# ---- design 1 ----
==> design_1/drive_strength.png <==
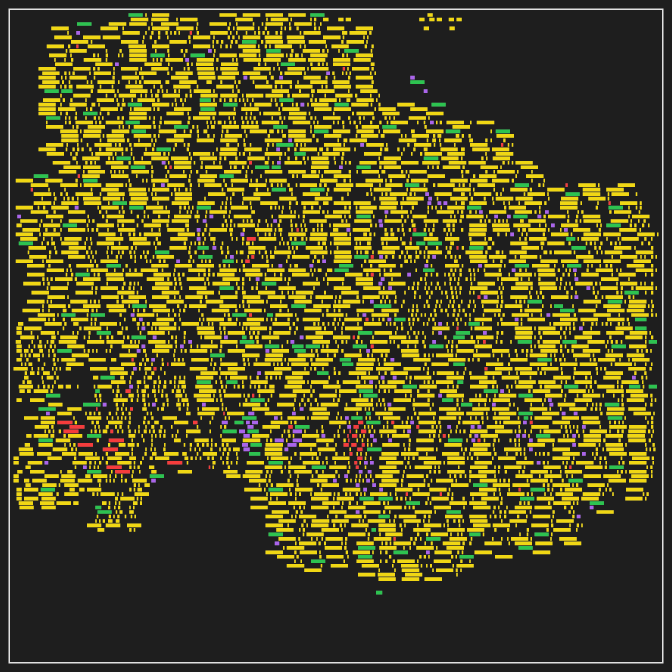

[src/rtl/lcd_bus_responder.sv]
// HD44780-style 8-bit LCD bus responder: decodes enable-strobed writes into DDRAM/CGRAM/flags.
// Define LCD_RESPONDER_READ_EN to add bus read-back (rd_bus_data/rd_bus_oe) for rw=1 strobes.
module lcd_bus_responder #(
   parameter int unsigned BUSY_CYCLES = 4,
   parameter logic [7:0]  DDRAM_RESET = 8'h20
) (
   input  logic       clk,
   input  logic       reset,
   input  logic       rs,
   input  logic       rw,
   input  logic       enable,
   input  logic [7:0] data,
   input  logic [6:0] rd_addr,
   input  logic       rd_cgram,
   output logic [7:0] rd_data,
   output logic       busy,
   output logic       txn_valid,
   output logic       txn_rs,
   output logic [7:0] txn_data,
   output logic [6:0] addr_counter,
   output logic       cgram_sel,
   output logic       display_on,
   output logic       cursor_on,
   output logic       blink_on,
   output logic       inc_mode,
   output logic       shift_mode,
   output logic       lines2,
   output logic       mode8,
   output logic [5:0] shift_off,
   output logic [2:0] err_flags
`ifdef LCD_RESPONDER_READ_EN
   ,
   output logic [7:0] rd_bus_data,
   output logic       rd_bus_oe
`endif
);

`ifdef LCD_RESPONDER_READ_EN
   localparam bit READ_EN = 1'b1;
`else
   localparam bit READ_EN = 1'b0;
`endif

   typedef enum logic [1:0] {S_IDLE, S_EXEC, S_CLEAR, S_HOLD} state_e;
   typedef struct packed {logic rs; logic rw; logic [7:0] data;} bus_t;
   typedef struct packed {
      logic display_on, cursor_on, blink_on, inc_mode, shift_mode, lines2, mode8;
   } ctrl_t;

   // DDRAM line 1 is 0x00-0x27, line 2 is 0x40-0x67; flat index 0..79.
   function automatic logic dd_valid(input logic [6:0] a);
      return a[5:0] < 6'd40;
   endfunction

   function automatic logic [6:0] dd_index(input logic [6:0] a);
      return a[6] ? {1'b0, a[5:0]} + 7'd40 : {1'b0, a[5:0]};
   endfunction

   function automatic logic [6:0] dd_step(input logic [6:0] a, input logic up);
      if (up) begin
         if (a == 7'h27) return 7'h40;
         if (a == 7'h67) return 7'h00;
         return a + 7'd1;
      end
      if (a == 7'h00) return 7'h67;
      if (a == 7'h40) return 7'h27;
      return a - 7'd1;
   endfunction

   function automatic logic [6:0] ac_step(input logic [6:0] a, input logic cg, input logic up);
      logic [5:0] c;
      c = up ? a[5:0] + 6'd1 : a[5:0] - 6'd1;
      return cg ? {1'b0, c} : dd_step(a, up);
   endfunction

   function automatic logic [5:0] off_step(input logic [5:0] o, input logic up);
      if (up) return (o == 6'd39) ? 6'd0 : o + 6'd1;
      return (o == 6'd0) ? 6'd39 : o - 6'd1;
   endfunction

   logic [7:0] ddram [0:79];
   logic [7:0] cgram [0:63];

   logic   en_s1_q, en_s2_q, en_q;
   bus_t   bus_s1_q, bus_s2_q, bus_q;
   state_e state_q, state_d;
   logic   init_q, init_d;
   logic [6:0] clr_idx_q, clr_idx_d;
   logic [7:0] hold_cnt_q, hold_cnt_d;
   logic   txn_valid_q, txn_valid_d, txn_rs_q, txn_rs_d, txn_rw_q, txn_rw_d;
   logic [7:0] txn_data_q, txn_data_d;
   logic [6:0] ac_q, ac_d;
   logic   cgram_sel_q, cgram_sel_d;
   ctrl_t  ctrl_q, ctrl_d;
   logic [5:0] shift_off_q, shift_off_d;
   logic [2:0] err_q, err_d;
   logic [7:0] rd_data_q, rd_data_d;

   logic       fall, live, dd_we, cg_we;
   logic [6:0] dd_waddr;
   logic [7:0] dd_wdata;
   logic [5:0] cg_waddr;

   assign fall = en_q & ~en_s2_q;
   assign live = fall & (~bus_q.rw | READ_EN);

   // NOTE: combinational blocks use blocking '=' with every output defaulted first, so no latches infer.
   always_comb begin
      state_d     = state_q;
      init_d      = init_q;
      clr_idx_d   = clr_idx_q;
      hold_cnt_d  = hold_cnt_q;
      txn_valid_d = 1'b0;
      txn_rs_d    = txn_rs_q;
      txn_rw_d    = txn_rw_q;
      txn_data_d  = txn_data_q;
      ac_d        = ac_q;
      cgram_sel_d = cgram_sel_q;
      ctrl_d      = ctrl_q;
      shift_off_d = shift_off_q;
      err_d       = err_q;
      dd_we       = 1'b0;
      dd_waddr    = clr_idx_q;
      dd_wdata    = DDRAM_RESET;
      cg_we       = 1'b0;
      cg_waddr    = ac_q[5:0];

      if (live && state_q != S_IDLE) err_d[0] = 1'b1;

      unique case (state_q)
         S_IDLE: begin
            if (init_q) begin
               init_d    = 1'b0;
               clr_idx_d = 7'd0;
               state_d   = S_CLEAR;
            end else if (live) begin
               txn_valid_d = 1'b1;
               txn_rs_d    = bus_q.rs;
               txn_rw_d    = bus_q.rw;
               txn_data_d  = bus_q.data;
               state_d     = S_EXEC;
            end
         end
         S_EXEC: begin
            state_d = S_HOLD;
            if (txn_rw_q) begin
               if (txn_rs_q) ac_d = ac_step(ac_q, cgram_sel_q, ctrl_q.inc_mode);
            end else if (!txn_rs_q) begin
               casez (txn_data_q)
                  8'b1???????: begin ac_d = txn_data_q[6:0]; cgram_sel_d = 1'b0; end
                  8'b01??????: begin ac_d = {1'b0, txn_data_q[5:0]}; cgram_sel_d = 1'b1; end
                  8'b001?????: begin
                     ctrl_d.mode8  = txn_data_q[4];
                     ctrl_d.lines2 = txn_data_q[3];
                     if (!txn_data_q[4]) err_d[1] = 1'b1;
                  end
                  8'b0001????: begin
                     if (txn_data_q[3]) shift_off_d = off_step(shift_off_q, txn_data_q[2]);
                     else               ac_d = ac_step(ac_q, cgram_sel_q, txn_data_q[2]);
                  end
                  8'b00001???: {ctrl_d.display_on, ctrl_d.cursor_on, ctrl_d.blink_on} = txn_data_q[2:0];
                  8'b000001??: {ctrl_d.inc_mode, ctrl_d.shift_mode} = txn_data_q[1:0];
                  8'b0000001?: begin ac_d = 7'd0; cgram_sel_d = 1'b0; shift_off_d = 6'd0; end
                  8'b00000001: begin
                     ac_d            = 7'd0;
                     cgram_sel_d     = 1'b0;
                     shift_off_d     = 6'd0;
                     ctrl_d.inc_mode = 1'b1;
                     clr_idx_d       = 7'd0;
                     state_d         = S_CLEAR;
                  end
                  default: ;
               endcase
            end else if (cgram_sel_q) begin
               cg_we = 1'b1;
               ac_d  = ac_step(ac_q, 1'b1, ctrl_q.inc_mode);
            end else begin
               if (dd_valid(ac_q)) begin
                  dd_we    = 1'b1;
                  dd_waddr = dd_index(ac_q);
                  dd_wdata = txn_data_q;
               end else begin
                  err_d[2] = 1'b1;
               end
               ac_d = dd_step(ac_q, ctrl_q.inc_mode);
               if (ctrl_q.shift_mode) shift_off_d = off_step(shift_off_q, ctrl_q.inc_mode);
            end
         end
         S_CLEAR: begin
            dd_we     = 1'b1;
            clr_idx_d = clr_idx_q + 7'd1;
            if (clr_idx_q == 7'd79) state_d = S_HOLD;
         end
         S_HOLD: begin
            if (hold_cnt_q == 8'(BUSY_CYCLES - 1)) begin
               hold_cnt_d = 8'd0;
               state_d    = S_IDLE;
            end else begin
               hold_cnt_d = hold_cnt_q + 8'd1;
            end
         end
      endcase
   end

   always_comb begin
      if (rd_cgram)               rd_data_d = cgram[rd_addr[5:0]];
      else if (dd_valid(rd_addr)) rd_data_d = ddram[dd_index(rd_addr)];
      else                        rd_data_d = 8'h20;
   end

   always_ff @(posedge clk or negedge reset) begin
      if (!reset) begin
         en_s1_q     <= 1'b0;
         en_s2_q     <= 1'b0;
         en_q        <= 1'b0;
         bus_s1_q    <= '0;
         bus_s2_q    <= '0;
         bus_q       <= '0;
         state_q     <= S_IDLE;
         init_q      <= 1'b1;
         clr_idx_q   <= 7'd0;
         hold_cnt_q  <= 8'd0;
         txn_valid_q <= 1'b0;
         txn_rs_q    <= 1'b0;
         txn_rw_q    <= 1'b0;
         txn_data_q  <= 8'd0;
         ac_q        <= 7'd0;
         cgram_sel_q <= 1'b0;
         ctrl_q      <= '0;
         shift_off_q <= 6'd0;
         err_q       <= 3'd0;
         rd_data_q   <= 8'd0;
      end else begin
         en_s1_q     <= enable;
         en_s2_q     <= en_s1_q;
         en_q        <= en_s2_q;
         bus_s1_q    <= '{rs: rs, rw: rw, data: data};
         bus_s2_q    <= bus_s1_q;
         bus_q       <= bus_s2_q;
         state_q     <= state_d;
         init_q      <= init_d;
         clr_idx_q   <= clr_idx_d;
         hold_cnt_q  <= hold_cnt_d;
         txn_valid_q <= txn_valid_d;
         txn_rs_q    <= txn_rs_d;
         txn_rw_q    <= txn_rw_d;
         txn_data_q  <= txn_data_d;
         ac_q        <= ac_d;
         cgram_sel_q <= cgram_sel_d;
         ctrl_q      <= ctrl_d;
         shift_off_q <= shift_off_d;
         err_q       <= err_d;
         rd_data_q   <= rd_data_d;
      end
   end

   // NOTE: the RAMs have no reset; DDRAM is filled by the post-reset sweep, CGRAM keeps its contents.
   always_ff @(posedge clk) begin
      if (dd_we) ddram[dd_waddr] <= dd_wdata;
      if (cg_we) cgram[cg_waddr] <= txn_data_q;
   end

`ifdef LCD_RESPONDER_READ_EN
   logic [7:0] ac_byte;
   always_comb begin
      if (cgram_sel_q)         ac_byte = cgram[ac_q[5:0]];
      else if (dd_valid(ac_q)) ac_byte = ddram[dd_index(ac_q)];
      else                     ac_byte = 8'h20;
   end
   assign rd_bus_oe   = en_s2_q & bus_s2_q.rw;
   assign rd_bus_data = bus_s2_q.rs ? ac_byte : {busy, ac_q};
`endif

   assign rd_data      = rd_data_q;
   assign busy         = (state_q != S_IDLE);
   assign txn_valid    = txn_valid_q;
   assign txn_rs       = txn_rs_q;
   assign txn_data     = txn_data_q;
   assign addr_counter = ac_q;
   assign cgram_sel    = cgram_sel_q;
   assign display_on   = ctrl_q.display_on;
   assign cursor_on    = ctrl_q.cursor_on;
   assign blink_on     = ctrl_q.blink_on;
   assign inc_mode     = ctrl_q.inc_mode;
   assign shift_mode   = ctrl_q.shift_mode;
   assign lines2       = ctrl_q.lines2;
   assign mode8        = ctrl_q.mode8;
   assign shift_off    = shift_off_q;
   assign err_flags    = err_q;

endmodule

[config.mk]
export PLATFORM = sky130hd
export DESIGN_NAME = lcd_bus_responder
export DESIGN_NICKNAME = d
export VERILOG_FILES = /design/src/rtl/lcd_bus_responder.sv
export SDC_FILE = /design/constraint.sdc
export NUM_CORES = 1
export LEC_CHECK = 0
export ABC_AREA = 1
export CAP_MARGIN = 20
export CELL_PAD_IN_SITES_DETAIL_PLACEMENT = 1
export CELL_PAD_IN_SITES_GLOBAL_PLACEMENT = 1
export CORE_UTILIZATION = 33
export DETAILED_ROUTE_END_ITERATION = 8
export PLACE_DENSITY = 0.66
export SETUP_SLACK_MARGIN = 0.4
export SLEW_MARGIN = 20
export SYNTH_ARGS = -nofsm -noshare
export SYNTH_HDL_FRONTEND = slang
export SYNTH_SLANG_ARGS = --single-unit
[constraint.sdc]
create_clock -name clk -period 4.3 [get_ports clk]
set_input_delay 1.075 -clock clk [delete_from_list [all_inputs] [get_ports clk]]
set_output_delay 1.075 -clock clk [all_outputs]
set_load 0.01 [all_outputs]
# ---- design 2 ----
`config.mk`:
```
export PLATFORM = sky130hd
export DESIGN_NAME = gate_test_sequencer
export DESIGN_NICKNAME = d
export VERILOG_FILES = /design/src/rtl/gate_test_sequencer.sv
export SDC_FILE = /design/constraint.sdc
export NUM_CORES = 1
export LEC_CHECK = 0
export CELL_PAD_IN_SITES_DETAIL_PLACEMENT = 1
export CELL_PAD_IN_SITES_GLOBAL_PLACEMENT = 2
export CORE_ASPECT_RATIO = 1.4
export CORE_MARGIN = 2
export CORE_UTILIZATION = 34
export DETAILED_ROUTE_END_ITERATION = 7
export PLACE_DENSITY_LB_ADDON = 0.1
export SYNTH_ARGS = -nofsm -noshare
export SYNTH_HDL_FRONTEND = slang
export SYNTH_SLANG_ARGS = --single-unit
```
`constraint.sdc`:
```
create_clock -name clk -period 2.1 [get_ports clk]
set_input_delay 0.63 -clock clk [delete_from_list [all_inputs] [get_ports clk]]
set_output_delay 0.63 -clock clk [all_outputs]
set_load 0.05 [all_outputs]
```
`src/rtl/gate_test_sequencer.sv`:
```
// Self-test sequencer for 2-input basic-gate cells. It drives the four {a,b}
// vectors into the gate under test and waits a settle time on each one. It then
// checks Y against the truth table of the selected gate and reports pass/fail,
// a per-vector fail mask and a saturating error count.
module gate_test_sequencer #(
  parameter int SETTLE_CYCLES = 2,
  parameter int ERR_W         = 3
) (
  input  logic             clk,
  input  logic             rst_n,
  input  logic             start,
  input  logic [2:0]       gate_sel,
  output logic             dut_a,
  output logic             dut_b,
  input  logic             dut_y,
  output logic             busy,
  output logic             done,
  output logic             pass,
  output logic             cfg_err,
  output logic [ERR_W-1:0] err_cnt,
  output logic [3:0]       fail_mask
);

  typedef enum logic [1:0] {IDLE, SETTLE, CHECK, DONE} state_t;

  localparam logic [7:0]       SETTLE_LD = 8'(SETTLE_CYCLES);
  localparam logic [ERR_W-1:0] ERR_ONE   = ERR_W'(1);
  localparam logic [ERR_W-1:0] ERR_MAX   = '1;

  state_t           state_q, state_d;
  logic [1:0]       vec_q, vec_d;
  logic [7:0]       cnt_q, cnt_d;
  logic [2:0]       sel_q, sel_d;
  logic             dut_a_q, dut_a_d, dut_b_q, dut_b_d;
  logic [ERR_W-1:0] err_cnt_q, err_cnt_d;
  logic [3:0]       fail_mask_q, fail_mask_d;
  logic             pass_q, pass_d, cfg_err_q, cfg_err_d;
  logic             exp_y;
  logic [1:0]       vec_nxt;

  // Expected Y of the latched gate type for the vector currently driven.
  always_comb begin
    exp_y = 1'b0;
    case (sel_q)
      3'b000:  exp_y = dut_a_q & dut_b_q;
      3'b001:  exp_y = dut_a_q | dut_b_q;
      3'b010:  exp_y = ~(dut_a_q & dut_b_q);
      3'b011:  exp_y = ~(dut_a_q | dut_b_q);
      3'b100:  exp_y = dut_a_q ^ dut_b_q;
      3'b101:  exp_y = ~(dut_a_q ^ dut_b_q);
      default: exp_y = 1'b0;
    endcase
  end

  // Next-state and datapath updates for the run sequencer.
  always_comb begin
    state_d     = state_q;
    vec_d       = vec_q;
    cnt_d       = cnt_q;
    sel_d       = sel_q;
    dut_a_d     = dut_a_q;
    dut_b_d     = dut_b_q;
    err_cnt_d   = err_cnt_q;
    fail_mask_d = fail_mask_q;
    pass_d      = pass_q;
    cfg_err_d   = cfg_err_q;
    vec_nxt     = vec_q + 2'd1;
    case (state_q)
      IDLE: begin
        dut_a_d = 1'b0;
        dut_b_d = 1'b0;
        if (start) begin
          sel_d       = gate_sel;
          err_cnt_d   = '0;
          fail_mask_d = '0;
          pass_d      = 1'b0;
          cfg_err_d   = 1'b0;
          if (gate_sel[2:1] == 2'b11) begin
            cfg_err_d = 1'b1;
            state_d   = DONE;
          end else begin
            vec_d   = 2'd0;
            cnt_d   = SETTLE_LD;
            state_d = SETTLE;
          end
        end
      end
      SETTLE: begin
        // Counter loaded with SETTLE_CYCLES; leave on the edge it reads 1.
        cnt_d = cnt_q - 8'd1;
        if (cnt_q <= 8'd1) state_d = CHECK;
      end
      CHECK: begin
        if (dut_y != exp_y) begin
          fail_mask_d[vec_q] = 1'b1;
          if (err_cnt_q != ERR_MAX) err_cnt_d = err_cnt_q + ERR_ONE;
        end
        if (vec_q == 2'd3) begin
          dut_a_d = 1'b0;
          dut_b_d = 1'b0;
          state_d = DONE;
        end else begin
          vec_d   = vec_nxt;
          dut_a_d = vec_nxt[1];
          dut_b_d = vec_nxt[0];
          cnt_d   = SETTLE_LD;
          state_d = SETTLE;
        end
      end
      DONE: begin
        pass_d  = (err_cnt_q == '0) && !cfg_err_q;
        state_d = IDLE;
      end
      default: state_d = IDLE;
    endcase
  end

  // State and result registers; async reset discards any run in flight.
  always_ff @(posedge clk or negedge rst_n) begin
    if (!rst_n) begin
      state_q     <= IDLE;
      vec_q       <= 2'd0;
      cnt_q       <= 8'd0;
      sel_q       <= 3'd0;
      dut_a_q     <= 1'b0;
      dut_b_q     <= 1'b0;
      err_cnt_q   <= '0;
      fail_mask_q <= 4'd0;
      pass_q      <= 1'b0;
      cfg_err_q   <= 1'b0;
    end else begin
      state_q     <= state_d;
      vec_q       <= vec_d;
      cnt_q       <= cnt_d;
      sel_q       <= sel_d;
      dut_a_q     <= dut_a_d;
      dut_b_q     <= dut_b_d;
      err_cnt_q   <= err_cnt_d;
      fail_mask_q <= fail_mask_d;
      pass_q      <= pass_d;
      cfg_err_q   <= cfg_err_d;
    end
  end

  assign dut_a     = dut_a_q;
  assign dut_b     = dut_b_q;
  assign busy      = (state_q == SETTLE) || (state_q == CHECK);
  assign done      = (state_q == DONE);
  assign pass      = pass_q;
  assign cfg_err   = cfg_err_q;
  assign err_cnt   = err_cnt_q;
  assign fail_mask = fail_mask_q;

endmodule
```
# ---- design 3 ----
==> config.mk <==
export PLATFORM = sky130hd
export DESIGN_NAME = load_exec_unit
export DESIGN_NICKNAME = d
export VERILOG_FILES = /design/src/rtl/load_exec_unit.sv
export SDC_FILE = /design/constraint.sdc
export NUM_CORES = 1
export LEC_CHECK = 0
export CORE_UTILIZATION = 35
export CTS_CLUSTER_SIZE = 14
export DETAILED_ROUTE_END_ITERATION = 10
export PLACE_DENSITY = 0.74
export SLEW_MARGIN = 20
export SYNTH_ARGS = -nofsm -noshare
export SYNTH_HDL_FRONTEND = slang
export SYNTH_SLANG_ARGS = --single-unit
==> constraint.sdc <==
create_clock -name clk -period 4.4 [get_ports clk]
set_input_delay 0.66 -clock clk [delete_from_list [all_inputs] [get_ports clk]]
set_output_delay 0.66 -clock clk [all_outputs]
set_load 0.03 [all_outputs]
==> src/rtl/load_exec_unit.sv <==
// Single-outstanding load execution unit. It waits for older stores to drain from
// the SDQ, reads data memory, aligns and extends the word, then hands it to writeback.
module load_exec_unit #(
  parameter int LDQ_ENTRIES = 8,
  parameter int SDQ_ENTRIES = 8,
  parameter int TAG_W       = 6
) (
  input  logic                           clk,
  input  logic                           rst,
  input  logic                           issue_vld,
  output logic                           issue_rdy,
  input  logic [31:0]                    issue_addr,
  input  logic [2:0]                     issue_funct3,
  input  logic [$clog2(SDQ_ENTRIES):0]   issue_sdq_marker,
  input  logic [$clog2(LDQ_ENTRIES)-1:0] issue_ldq_idx,
  input  logic [TAG_W-1:0]               issue_tag,
  input  logic [$clog2(SDQ_ENTRIES):0]   sdq_head_ptr,
  input  logic                           flush,
  output logic                           dmem_req_vld,
  output logic [31:0]                    dmem_req_addr,
  input  logic                           dmem_req_rdy,
  input  logic                           dmem_resp_vld,
  input  logic [31:0]                    dmem_resp_data,
  output logic                           wb_vld,
  output logic [31:0]                    wb_data,
  output logic [TAG_W-1:0]               wb_tag,
  output logic [$clog2(LDQ_ENTRIES)-1:0] wb_ldq_idx,
  input  logic                           wb_rdy
);
  localparam int MW = $clog2(SDQ_ENTRIES) + 1;
  localparam int IW = $clog2(LDQ_ENTRIES);

  typedef enum logic [2:0] {IDLE, WAIT_ST, REQ, RESP, WB, DRAIN} state_t;

  typedef struct packed {
    logic [31:0]      addr;
    logic [2:0]       funct3;
    logic [MW-1:0]    marker;
    logic [IW-1:0]    ldq_idx;
    logic [TAG_W-1:0] tag;
  } load_req_t;

  state_t    state, state_nxt;
  load_req_t ld;
  logic [31:0] result;

  // Lane select plus extension; reserved funct3 encodings pass the raw word through.
  function automatic logic [31:0] extract(input logic [2:0] f3, input logic [1:0] lane,
                                          input logic [31:0] w);
    logic [31:0] sh;
    logic [7:0]  b;
    logic [15:0] h;
    sh = w >> {lane, 3'b000};
    b  = sh[7:0];
    h  = lane[1] ? w[31:16] : w[15:0];
    case (f3)
      3'b000:  extract = {{24{b[7]}}, b};
      3'b001:  extract = {{16{h[15]}}, h};
      3'b100:  extract = {24'd0, b};
      3'b101:  extract = {16'd0, h};
      default: extract = w;
    endcase
  endfunction

  always_comb begin
    state_nxt    = state;
    issue_rdy    = 1'b0;
    dmem_req_vld = 1'b0;
    wb_vld       = 1'b0;
    case (state)
      IDLE: begin
        issue_rdy = !flush;
        if (issue_vld && !flush) state_nxt = WAIT_ST;
      end
      WAIT_ST: begin
        if (flush)                          state_nxt = IDLE;
        else if (sdq_head_ptr == ld.marker) state_nxt = REQ;
      end
      REQ: begin
        dmem_req_vld = 1'b1;
        // A grant in the flush cycle still owes us a response, so it must be drained.
        if (flush)             state_nxt = dmem_req_rdy ? DRAIN : IDLE;
        else if (dmem_req_rdy) state_nxt = RESP;
      end
      RESP: begin
        if (flush)              state_nxt = dmem_resp_vld ? IDLE : DRAIN;
        else if (dmem_resp_vld) state_nxt = WB;
      end
      WB: begin
        wb_vld = !flush;
        if (flush || wb_rdy) state_nxt = IDLE;
      end
      DRAIN: begin
        if (dmem_resp_vld) state_nxt = IDLE;
      end
      default: state_nxt = IDLE;
    endcase
  end

  always_ff @(posedge clk or negedge rst) begin
    if (!rst) begin
      state  <= IDLE;
      ld     <= '0;
      result <= '0;
    end else begin
      state <= state_nxt;
      if (state == IDLE && issue_vld && !flush)
        ld <= '{issue_addr, issue_funct3, issue_sdq_marker, issue_ldq_idx, issue_tag};
      if (state == RESP && dmem_resp_vld && !flush)
        result <= extract(ld.funct3, ld.addr[1:0], dmem_resp_data);
    end
  end

  assign dmem_req_addr = {ld.addr[31:2], 2'b00};
  assign wb_data       = result;
  assign wb_tag        = ld.tag;
  assign wb_ldq_idx    = ld.ldq_idx;
endmodule

# ---- design 4 ----
==> src/rtl/spi_pkg.sv <==
// Shared encodings for the SPI flash sequencer: chip-select channels, transfer
// modes, control-port register selects and CNT_HI byte layout.
package spi_pkg;

    typedef enum logic [1:0] {
        CS_NONE  = 2'd0,
        CS_TF    = 2'd1,
        CS_FLASH = 2'd2,
        CS_MCU   = 2'd3
    } channel_cs_e;

    typedef enum logic [1:0] {
        MODE_WRITE     = 2'd0,
        MODE_READ      = 2'd1,
        MODE_EXCHANGE  = 2'd2,
        MODE_WAIT_READ = 2'd3
    } transfer_mode_e;

    typedef enum logic [1:0] {
        WSEL_TXBUF  = 2'd0,
        WSEL_CNT_LO = 2'd1,
        WSEL_CNT_HI = 2'd2,
        WSEL_CNT2   = 2'd3
    } wr_sel_e;

    localparam int CNT_HI_START_BIT = 7;
    localparam int CNT_HI_BUF_BIT   = 6;
    localparam int CNT_HI_MODE_LSB  = 4;
    localparam int CNT_HI_LEN_LSB   = 0;

    typedef enum logic [4:0] {
        ST_IDLE, ST_SEL, ST_TX0, ST_TX1, ST_TX2, ST_TX3, ST_CLO, ST_CHI,
        ST_HOLD, ST_WAIT, ST_DLO, ST_DHI, ST_DHOLD, ST_DWAIT,
        ST_ABRT, ST_AWAIT, ST_DESEL, ST_DONE
    } seq_state_e;

    function automatic logic [7:0] cnt_hi_byte(input logic start, input logic bsel,
                                               input transfer_mode_e mode,
                                               input logic [1:0] len_hi);
        logic [7:0] b;
        b = 8'h00;
        b[CNT_HI_START_BIT]          = start;
        b[CNT_HI_BUF_BIT]            = bsel;
        b[CNT_HI_MODE_LSB +: 2]      = mode;
        b[CNT_HI_LEN_LSB +: 2]       = len_hi;
        return b;
    endfunction

    function automatic logic [7:0] cnt2_byte(input channel_cs_e ch);
        return {5'b00000, ch, 1'b0};
    endfunction

endpackage

==> src/rtl/spi_wait_timer.sv <==
// Saturating 16-bit cycle counter, cleared on each sequencer state change;
// expired_o flags that the current state has lasted limit_i cycles.
module spi_wait_timer (
    input  logic        clk_i,
    input  logic        rst_i,
    input  logic        load_i,
    input  logic [15:0] load_val_i,
    input  logic [15:0] limit_i,
    output logic [15:0] count_o,
    output logic        expired_o
);

    logic [15:0] count_q, count_d;

    always_comb begin
        count_d = count_q;
        if (load_i) begin
            count_d = load_val_i;
        end else if (count_q != 16'hFFFF) begin
            count_d = count_q + 16'd1;
        end
    end

    always_ff @(posedge clk_i) begin
        if (rst_i) begin
            count_q <= '0;
        end else begin
            count_q <= count_d;
        end
    end

    assign count_o = count_q;
    // count_q is the number of finished cycles in the state; +1 includes the current one
    assign expired_o = ({1'b0, count_q} + 17'd1) >= {1'b0, limit_i};

endmodule

==> src/rtl/spi_flash_seq.sv <==
// Turns one read request into the SPI engine control-port write sequence:
// select, TX fill, command transfer, data transfer, deselect, with abort/timeout.
//
// state  | meaning
// IDLE   | ready for a request
// SEL    | CNT2 write: assert chip select
// TX0-3  | TXBUF[0..3] = cmd, addr bytes MSB first
// CLO/CHI| command transfer count and start
// HOLD   | ignore busy for StartLatency cycles
// WAIT   | wait for command transfer to finish
// DLO/DHI| data transfer count and start
// DHOLD  | ignore busy for StartLatency cycles
// DWAIT  | wait for data transfer to finish
// ABRT   | CNT_HI = 0 to stop the engine
// AWAIT  | latency then busy low after engine abort
// DESEL  | CNT2 = 0
// DONE   | completion pulse
module spi_flash_seq
    import spi_pkg::*;
#(
    parameter int unsigned StartLatency  = 4,
    parameter int unsigned TimeoutCycles = 65535
) (
    input  logic        transfer_clk_i,
    input  logic        reset_i,
    input  logic        req_valid_i,
    output logic        req_ready_o,
    input  logic [1:0]  req_channel_i,
    input  logic [7:0]  req_cmd_i,
    input  logic [23:0] req_addr_i,
    input  logic [9:0]  req_len_i,
    input  logic        req_buf_i,
    input  logic        abort_i,
    output logic        done_valid_o,
    output logic        done_aborted_o,
    output logic        spi_wr_en_o,
    output logic [1:0]  spi_wr_sel_o,
    output logic [9:0]  spi_wr_addr_o,
    output logic [7:0]  spi_wr_data_o,
    input  logic        spi_busy_i
);

    localparam logic [15:0] HOLD_LIMIT    = 16'(StartLatency);
    localparam logic [15:0] TIMEOUT_LIMIT = 16'(TimeoutCycles);

    seq_state_e  state_q, state_d;
    channel_cs_e ch_q, ch_d;
    logic [7:0]  cmd_q, cmd_d;
    logic [23:0] addr_q, addr_d;
    logic [9:0]  len_q, len_d;
    logic        bsel_q, bsel_d;
    logic        aborted_q, aborted_d;

    logic        ready_q, ready_d;
    logic        done_valid_q, done_valid_d;
    logic        done_aborted_q, done_aborted_d;
    logic        wr_en_q, wr_en_d;
    wr_sel_e     wr_sel_q, wr_sel_d;
    logic [9:0]  wr_addr_q, wr_addr_d;
    logic [7:0]  wr_data_q, wr_data_d;

    logic [15:0] wait_count;
    logic        hold_done;
    logic        timeout_hit;
    logic        abort_req;
    logic        early_phase;

    spi_wait_timer u_timer (
        .clk_i      (transfer_clk_i),
        .rst_i      (reset_i),
        .load_i     (state_d != state_q),
        .load_val_i (16'd0),
        .limit_i    (HOLD_LIMIT),
        .count_o    (wait_count),
        .expired_o  (hold_done)
    );

    assign timeout_hit = ({1'b0, wait_count} + 17'd1) >= {1'b0, TIMEOUT_LIMIT};
    assign early_phase = state_q inside {ST_SEL, ST_TX0, ST_TX1, ST_TX2, ST_TX3, ST_CLO};

    // ABRT/AWAIT are already unwinding, so a further abort there changes nothing
    assign abort_req = (state_q inside {ST_SEL, ST_TX0, ST_TX1, ST_TX2, ST_TX3, ST_CLO,
                                        ST_CHI, ST_HOLD, ST_WAIT, ST_DLO, ST_DHI,
                                        ST_DHOLD, ST_DWAIT})
                       && (abort_i || ((state_q inside {ST_HOLD, ST_WAIT, ST_DHOLD, ST_DWAIT})
                                       && timeout_hit));

    always_comb begin
        state_d   = state_q;
        ch_d      = ch_q;
        cmd_d     = cmd_q;
        addr_d    = addr_q;
        len_d     = len_q;
        bsel_d    = bsel_q;
        aborted_d = aborted_q;

        case (state_q)
            ST_IDLE: begin
                if (req_valid_i) begin
                    ch_d      = channel_cs_e'(req_channel_i);
                    cmd_d     = req_cmd_i;
                    addr_d    = req_addr_i;
                    len_d     = req_len_i;
                    bsel_d    = req_buf_i;
                    aborted_d = 1'b0;
                    state_d   = ST_SEL;
                end
            end
            ST_SEL:   state_d = ST_TX0;
            ST_TX0:   state_d = ST_TX1;
            ST_TX1:   state_d = ST_TX2;
            ST_TX2:   state_d = ST_TX3;
            ST_TX3:   state_d = ST_CLO;
            ST_CLO:   state_d = ST_CHI;
            ST_CHI:   state_d = ST_HOLD;
            ST_HOLD:  if (hold_done) state_d = ST_WAIT;
            ST_WAIT:  if (!spi_busy_i) state_d = ST_DLO;
            ST_DLO:   state_d = ST_DHI;
            ST_DHI:   state_d = ST_DHOLD;
            ST_DHOLD: if (hold_done) state_d = ST_DWAIT;
            ST_DWAIT: if (!spi_busy_i) state_d = ST_DESEL;
            ST_ABRT:  state_d = ST_AWAIT;
            ST_AWAIT: if (hold_done && !spi_busy_i) state_d = ST_DESEL;
            ST_DESEL: state_d = ST_DONE;
            ST_DONE:  state_d = ST_IDLE;
            default:  state_d = ST_IDLE;
        endcase

        // Nothing has been started before CHI, so there is no engine transfer to stop
        if (abort_req) begin
            aborted_d = 1'b1;
            state_d   = early_phase ? ST_DESEL : ST_ABRT;
        end
    end

    always_comb begin
        wr_en_d   = 1'b0;
        wr_sel_d  = WSEL_TXBUF;
        wr_addr_d = '0;
        wr_data_d = '0;
        case (state_d)
            ST_SEL:   begin wr_en_d = 1'b1; wr_sel_d = WSEL_CNT2;   wr_data_d = cnt2_byte(ch_d); end
            ST_TX0:   begin wr_en_d = 1'b1; wr_addr_d = 10'd0; wr_data_d = cmd_d; end
            ST_TX1:   begin wr_en_d = 1'b1; wr_addr_d = 10'd1; wr_data_d = addr_d[23:16]; end
            ST_TX2:   begin wr_en_d = 1'b1; wr_addr_d = 10'd2; wr_data_d = addr_d[15:8]; end
            ST_TX3:   begin wr_en_d = 1'b1; wr_addr_d = 10'd3; wr_data_d = addr_d[7:0]; end
            ST_CLO:   begin wr_en_d = 1'b1; wr_sel_d = WSEL_CNT_LO; wr_data_d = 8'h03; end
            ST_CHI:   begin
                wr_en_d   = 1'b1;
                wr_sel_d  = WSEL_CNT_HI;
                wr_data_d = cnt_hi_byte(1'b1, bsel_d, MODE_WRITE, 2'b00);
            end
            ST_DLO:   begin wr_en_d = 1'b1; wr_sel_d = WSEL_CNT_LO; wr_data_d = len_d[7:0]; end
            ST_DHI:   begin
                wr_en_d   = 1'b1;
                wr_sel_d  = WSEL_CNT_HI;
                wr_data_d = cnt_hi_byte(1'b1, bsel_d, MODE_READ, len_d[9:8]);
            end
            ST_ABRT:  begin wr_en_d = 1'b1; wr_sel_d = WSEL_CNT_HI; wr_data_d = 8'h00; end
            ST_DESEL: begin wr_en_d = 1'b1; wr_sel_d = WSEL_CNT2;   wr_data_d = 8'h00; end
            default:  ;
        endcase
        ready_d        = (state_d == ST_IDLE);
        done_valid_d   = (state_d == ST_DONE);
        done_aborted_d = (state_d == ST_DONE) && aborted_d;
    end

    always_ff @(posedge transfer_clk_i) begin
        if (reset_i) begin
            state_q        <= ST_IDLE;
            ch_q           <= CS_NONE;
            cmd_q          <= '0;
            addr_q         <= '0;
            len_q          <= '0;
            bsel_q         <= 1'b0;
            aborted_q      <= 1'b0;
            ready_q        <= 1'b1;
            done_valid_q   <= 1'b0;
            done_aborted_q <= 1'b0;
            wr_en_q        <= 1'b0;
            wr_sel_q       <= WSEL_TXBUF;
            wr_addr_q      <= '0;
            wr_data_q      <= '0;
        end else begin
            state_q        <= state_d;
            ch_q           <= ch_d;
            cmd_q          <= cmd_d;
            addr_q         <= addr_d;
            len_q          <= len_d;
            bsel_q         <= bsel_d;
            aborted_q      <= aborted_d;
            ready_q        <= ready_d;
            done_valid_q   <= done_valid_d;
            done_aborted_q <= done_aborted_d;
            wr_en_q        <= wr_en_d;
            wr_sel_q       <= wr_sel_d;
            wr_addr_q      <= wr_addr_d;
            wr_data_q      <= wr_data_d;
        end
    end

    assign req_ready_o    = ready_q;
    assign done_valid_o   = done_valid_q;
    assign done_aborted_o = done_aborted_q;
    assign spi_wr_en_o    = wr_en_q;
    assign spi_wr_sel_o   = wr_sel_q;
    assign spi_wr_addr_o  = wr_addr_q;
    assign spi_wr_data_o  = wr_data_q;

endmodule

==> config.mk <==
export PLATFORM = sky130hd
export DESIGN_NAME = spi_flash_seq
export DESIGN_NICKNAME = d
export VERILOG_FILES = /design/src/rtl/spi_pkg.sv /design/src/rtl/spi_wait_timer.sv /design/src/rtl/spi_flash_seq.sv
export SDC_FILE = /design/constraint.sdc
export NUM_CORES = 1
export LEC_CHECK = 0
export ABC_AREA = 1
export CAP_MARGIN = 20
export CORE_UTILIZATION = 35
export DETAILED_ROUTE_END_ITERATION = 12
export PLACE_DENSITY_LB_ADDON = 0.08
export SYNTH_ARGS = -nofsm -noshare
export SYNTH_HDL_FRONTEND = slang
export SYNTH_SLANG_ARGS = --single-unit
==> constraint.sdc <==
create_clock -name transfer_clk_i -period 5.45 [get_ports transfer_clk_i]
set_clock_uncertainty 0.1 [all_clocks]
set_input_delay 0.8175 -clock transfer_clk_i [delete_from_list [all_inputs] [get_ports transfer_clk_i]]
set_output_delay 0.8175 -clock transfer_clk_i [all_outputs]
set_load 0.05 [all_outputs]

==> notes/layouts.md <==
Pictures saved along the way, in no particular order.

Cell outlines without signal wires.
shot_01.png
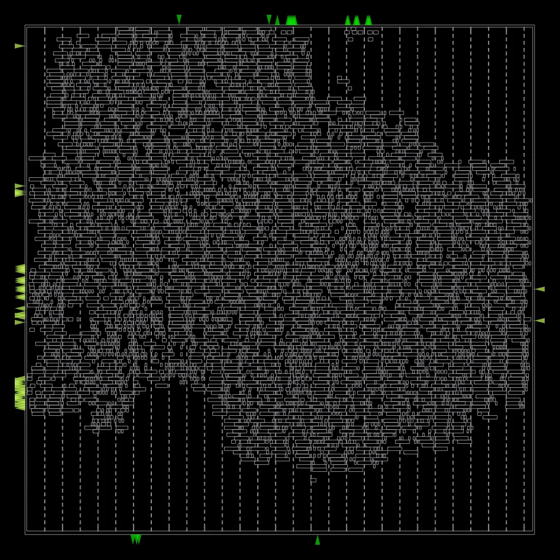
shot_02.png
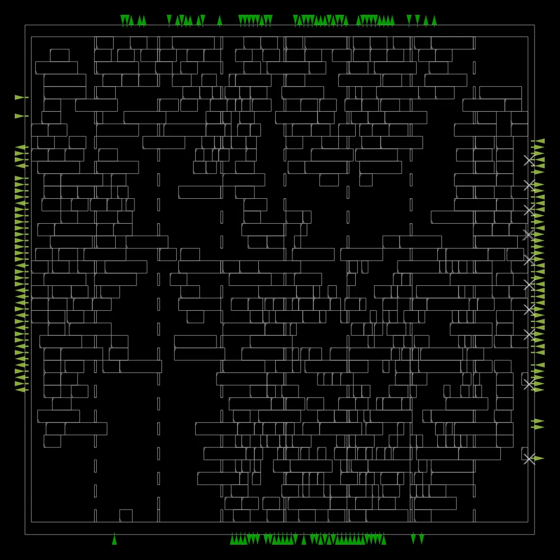
shot_03.png
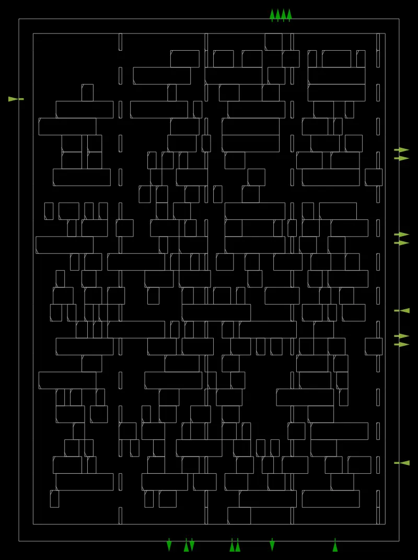
shot_04.png
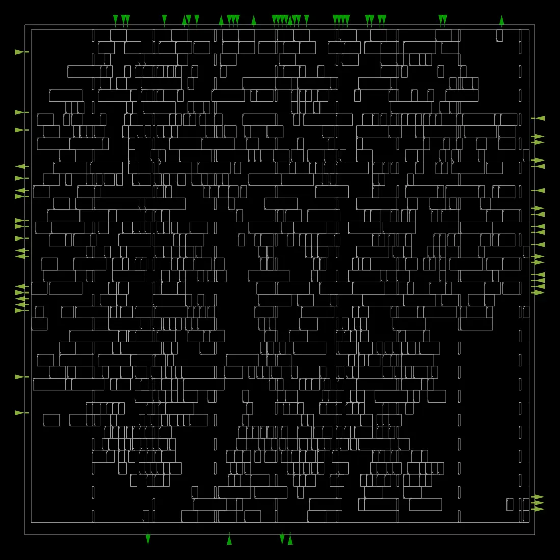
shot_02.png is design 3.
shot_04.png is design 4.
shot_03.png is design 2.
shot_01.png is design 1.
The one with the fewest cells is shot_03.png.
The one with the fewest sequential cells is shot_03.png.

==> design_3/clock_map.png <==
Scale bar: 20 µm.
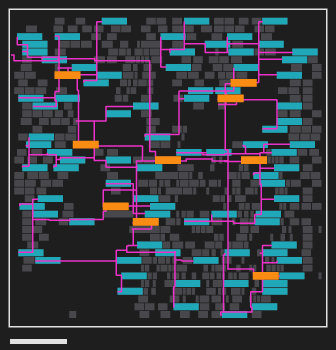
Key: cyan = flip-flops [count 83]; orange = cells driving clock nets [count 9]; magenta = clock wires [length 1160 µm]
There are 10 routed clock nets. Position of the flops: spread over the die.
Late-Pin Clk Latency: 0.34 ns
part of the power in the clock network: 18.7%
Clock Power: 793 µW
Worst Skew: 0.00462 ns

==> flow_summary_export.csv, design 3 <==
group,metric,value,unit
final_layout,layout.nets,589,
critical_path,regToRegSetupSlack,2.26,ns
floorplan,fp_util,36.4,%
floorplan,die-width,111,µm
critical_path,critical_path_class,"in -> out",
final_layout,comb-cell-share,28.3,%
synth,synth_chip_area,4190,µm²
power,max-vdd-ir-drop,390,µV
placed_design,io_buffer_count,164,
detailed_routing,num_vias,3267,
placed_design,dp.cells,630,
clocking,cts_resized,0,
final_layout,clkCellAreaFrac,5.26,%
synth,mux_area_share,16.3,%
critical_path,cp_num_buf_inv,2,
run_status,status,"finished, violations left",
final_timing,fin_crit_sh,68.6,%
synth,ys_ff,83,
grt,grt_usage,17.9,%
grt,antenna_found_initial,0,
run_status,failed_checks,"DRC",
worst_hold_path,hp-class,"in -> async",
detailed_routing,ant_nets,0,
clocking,cts_setup_buffers,0,
synth,synth_top_area_share,49.6,%
detailed_routing,drcViolationCount,20,
clocking,cts_max_level,3,
-- design 3: registers in the layout, summed over array words and instances (netlist names) --
register and flops:
wb_ldq_idx 3, state 3, wb_tag 6, ld 9
dmem_req_addr 30, wb_data 32
-- design 3: stage by stage --
stage / instance area, µm² / utilization (%) / hold slack [ns]
3_5_place_dp: 5590 / 48.5 / 0.481
4_1_cts: 5900 / 51.2 / 0.362
6_report: 5900 / 51.3 / 0.339
2_1_floorplan: 4190 / - / 0.364
3_3_place_gp: 5590 / 48.5 / 0.476
5_1_grt: 5900 / 51.3 / 0.385
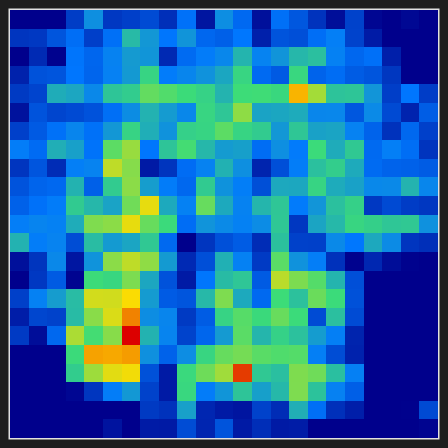
(design_4/wire_density.png)
The die is cut into 23 by 23 equal tiles; dark blue is low, red is high, scaled to the fullest tile. Values are wire area over tile area, all layers added.
The mean over all tiles is 0.14. The emptiest ninth of the die: lower right. 12% of the tiles are over half the peak. 16% of the tiles are nearly empty.
via count: 4159
WL final: 11.5 mm
GRT Util Overall: 18.7%

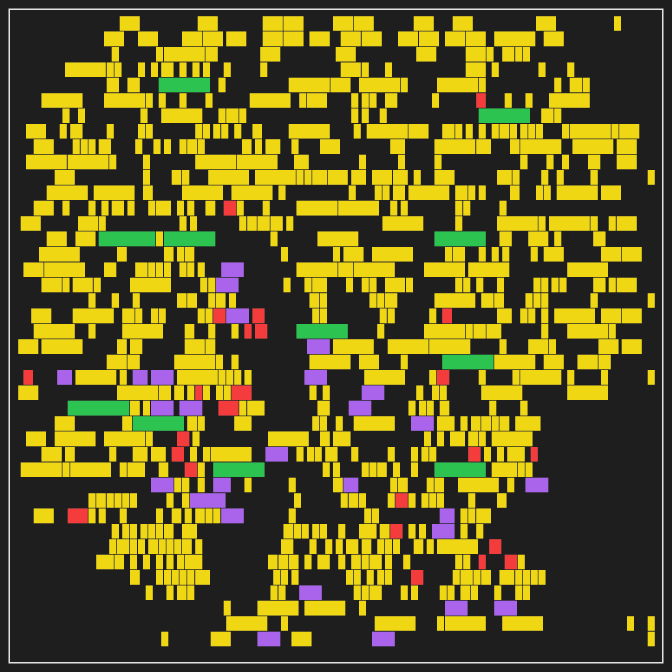
(design_4/drive_strength.png)
Key: green = drive 6 and up [cells 11, share 1.5%]; yellow = drive 1 or less [cells 670, share 92%]; purple = drive 3 to 4 [cells 27, share 3.7%]; red = drive 2 [cells 24, share 3.3%]
post-route cell area: 5580 µm²
Plain + repair buffers: 69
Syn-to-layout area delta: 24.2%
setup ws final: 2.05 ns

==> flow_summary_export.csv, design 4 <==
group,metric,value,unit
clocking,clk_pin_slew_worst_paths,0.06,ns
final_layout,clkCellAreaFrac,5.18,%
run_status,status,"finished clean",
final_layout,largest_register_ff_count,24,
synth,synthCells,667,
grt,grt_busiest_layer,"met2",
critical_path,critical_path.max_fanout,16,
grt,grt_pass1_vias,3868,
critical_path,regToRegSetupSlack,2.05,ns
grt,gr-usage-met1,24.5,%
placed_design,io_buffer_count,65,
final_timing,fin_crit_sh,62.3,%
grt,use_met2,30.7,%
critical_path,crit_top_cell,"nand2_1",
power,clkPwrFrac,22.2,%
floorplan,pin_count,74,
floorplan,core,12600,µm²
clocking,cts_tree,"done",
critical_path,crit_path_end,"u_timer.count_o[2]$_SDFFE_PP0N_",
clocking,cts_hold_buf,0,
placed_design,dp.cells,886,
design 4: kinds of logic after synthesis:
logic type / Yosys count / share of synthesized area, %
AND/OR/NAND/NOR: 437 / 46.0
other: 1 / 0.0835
buffers and inverters: 94 / 8.80
XOR/XNOR: 6 / 1.17
adder cells (fa/ha/maj): 2 / 0.557
AND-OR/OR-AND: 31 / 3.90
multiplexers: 15 / 3.34
flip-flops: 81 / 36.1
design 4: tightest hold or removal path, stage by stage (launching register included):
cell     delay [ns]
dfxtp_1        0.31
mux2i_1        0.07
nor2_1         0.07
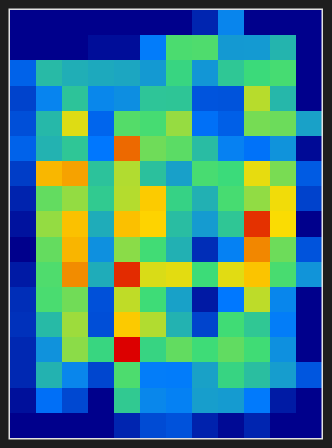
(design_2/wire_density.png)
The die is cut into 12 by 17 equal tiles; dark blue is low, red is high, scaled to the fullest tile. Values are wire area over tile area, all layers added.
14% of the tiles are nearly empty. The densest ninth of the die: centre. The mean over all tiles is 0.12.
via count: 1263
wire per inst: 15.5 µm
GRT Util Overall: 17.7%
WL final: 3.98 mm

==> flow_summary_export.csv, design 2 <==
group,metric,value,unit
final_timing,slew_headroom,70.1,%
final_timing,rsz0062_at_grt,"no",
synth,synthXorXnorAreaFrac,2.26,%
final_layout,layout.filler_cells,521,
synth,synth.net_count,180,
clocking,cts_resized,0,
run_status,status,"finished clean",
power,clkPwrFrac,13.2,%
placed_design,placed_cell_area,1920,µm²
critical_path,worstRegToRegCells,6,
power,max-vdd-ir-drop,659,µV
power,seqPwrFrac,27.8,%
synth,synth_chip_area,1550,µm²
detailed_routing,drcViolationCount,0,
clocking,cts_inserted_buffers,3,
==> design 2: cell type report <==
cell class / instances / area (µm²) / area share (%)
clock inverter: 1 / 30.0 / 1.49
multi-input combinational: 116 / 856 / 42.6
clock buffer: 3 / 41.3 / 2.05
timing repair buffer: 35 / 303 / 15.1
sequential: 26 / 653 / 32.5
tap: 62 / 77.6 / 3.86
inverter: 13 / 48.8 / 2.43
==> design 2: flip-flops by register name, summed over array words and instances, names as in the netlist <==
name	flops
cfg_err	1
cnt_q	8
dut_a	1
dut_b	1
err_cnt	3
fail_mask	4
pass	1
sel_q	3
state_q	2
vec_q	2
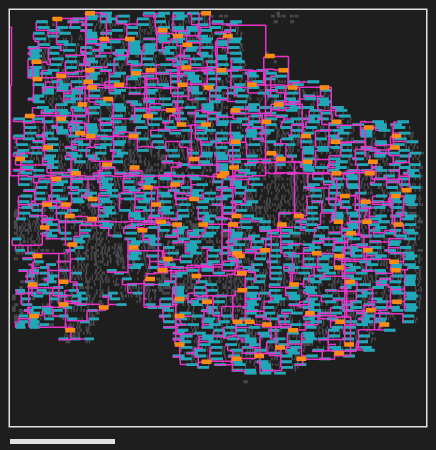
(design_1/clock_map.png)
Scale bar: 100 µm.
Key: cyan = flip-flops [count 1246]; orange = cells driving clock nets [count 136]; magenta = clock wires [length 16000 µm]
Position of the flops: spread over the die.
Late-Pin Clk Latency: 0.77 ns
part of the power in the clock network: 35.7%
Clock Power: 11.1 mW

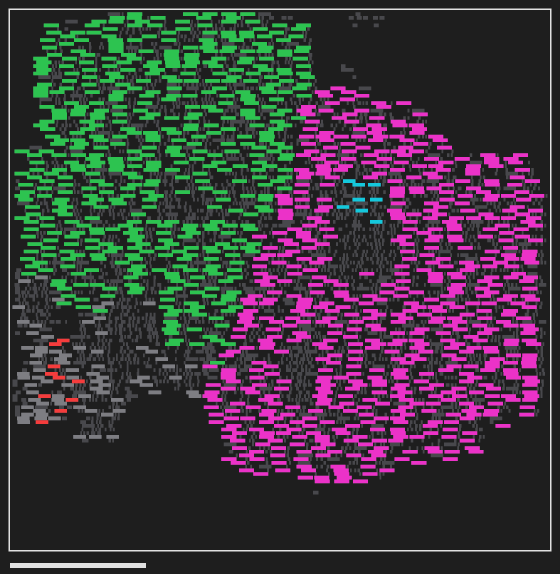
(design_1/registers.png)
Scale bar: 100 µm. Other sequential cells in the stronger grey, the rest of the logic in the fainter grey.
Key: cyan = rd_data [sequential cells 8]; red = bus_q [sequential cells 10]; magenta = ddram [sequential cells 640]; green = cgram [sequential cells 512]
Another 76 sequential cells are not coloured.
sequential group power: 14.8 mW
post-layout util: 38.5%
Seq area share: 62.3%

Notes on design_1/drive_strength.png above:
Key: purple = drive 3 to 4 [cells 167, share 3.5%]; green = drive 6 and up [cells 186, share 3.9%]; yellow = drive 1 or less [cells 4285, share 91%]; red = drive 2 [cells 73, share 1.5%]
Syn-to-layout area delta: 15.8%
setup ws final: 0.513 ns

==> flow_summary_export.csv, design 1 <==
group,metric,value,unit
run_status,status,"finished clean",
clocking,cts_inserted_buffers,136,
synth,yosys.stat.seqShare,72.1,%
final_layout,num-nonclk-buffers,237,
floorplan,dieArea,157000,µm²
clocking,cts_tree,"done",
floorplan,taps,2044,
power,cellPowerDensity,522,nW/µm²
final_layout,largestRegisters,"ddram x640, cgram x512",
critical_path,r2r-start,"state_q[1]$_DFFE_PN0P_",
critical_path,end_kind,"flip-flop",
placed_design,dp.cells,6509,
final_layout,layout.nets,4642,
final_layout,mostFrequentLayoutCell,"nand2_1",
critical_path,critical_path.max_fanout,8,
floorplan,die_y,396,µm
placed_design,gp_congestion,0.880,
detailed_routing,drt-total-wl,160,mm
critical_path,worst_ep_required_time,4.68,ns
detailed_routing,wl_met3,8.74,mm
clocking,clk_pin_slew_worst_paths,0.06,ns
final_layout,fin_area,59300,µm²
clocking,cts_max_level,4,
final_timing,slew_headroom,31.5,%
clocking,clockBufferDepth,3,
floorplan,rows,144,
final_layout,comb-cell-share,21.9,%
## design 1: cell usage after synthesis (all sizes together)
library cell / n
nand3: 741
o22ai: 10
a22oi: 1
inv: 106
a311oi: 1
o311ai: 1
buf: 82
ha: 15
nand3b: 2
o2111ai: 2
o211ai: 54
clkbuf: 170
dfstp: 1
nand4: 13
o21ai: 228
a21boi: 1
a211oi: 1
or2: 3
o21bai: 11
edfxtp: 1152
a41oi: 1
o221ai: 3
nor2: 432
nand2: 1230
clkinv: 4
a21oi: 65
o31ai: 10
xor2: 16
nor3: 24
xnor2: 3
dfrtp: 93
a31oi: 7


## Gallery

Register map, names as in the netlist.
Scale bar: 20 µm. Other sequential cells in the stronger grey, the rest of the logic in the fainter grey.
Plate I
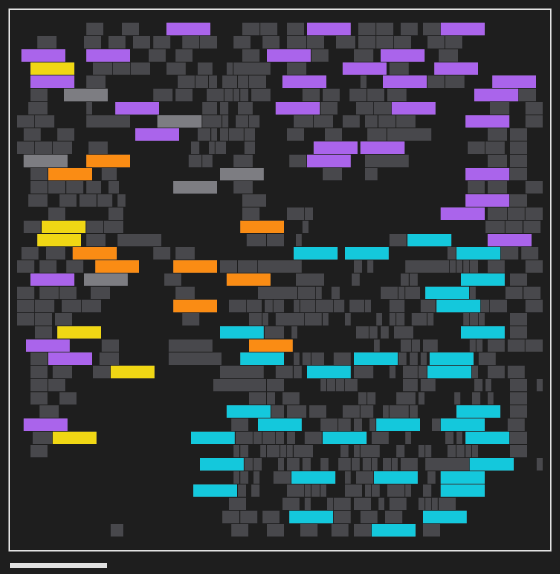
Plate II
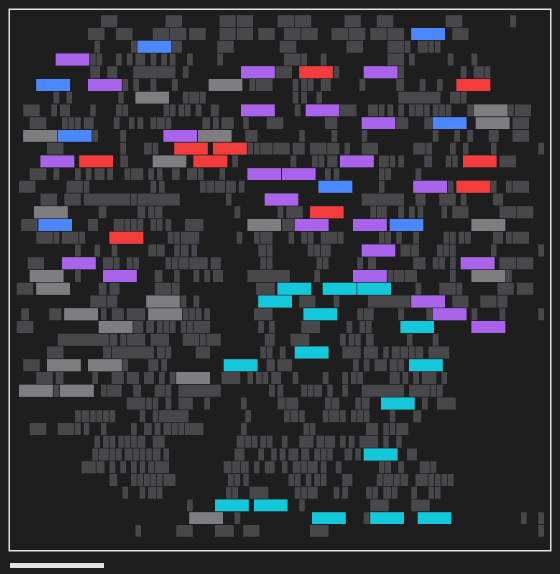
Plate III
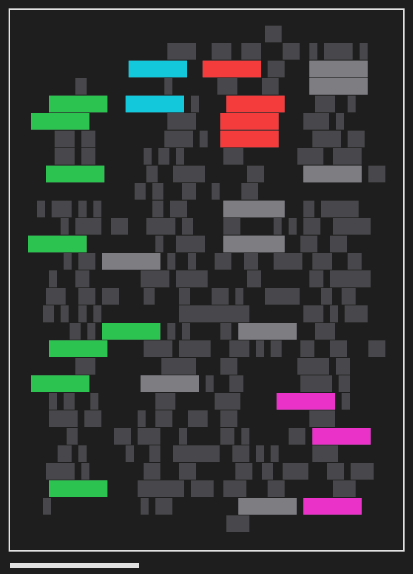
Plate I is design 3.
Plate II is design 4.
Plate III is design 2.

Key to Plate I:
Key: purple = dmem_req_addr [sequential cells 30]; yellow = wb_tag [sequential cells 6]; cyan = wb_data [sequential cells 32]; orange = ld [sequential cells 9]
Another 6 sequential cells are not coloured.

Power and IR drop assume default switching activity.
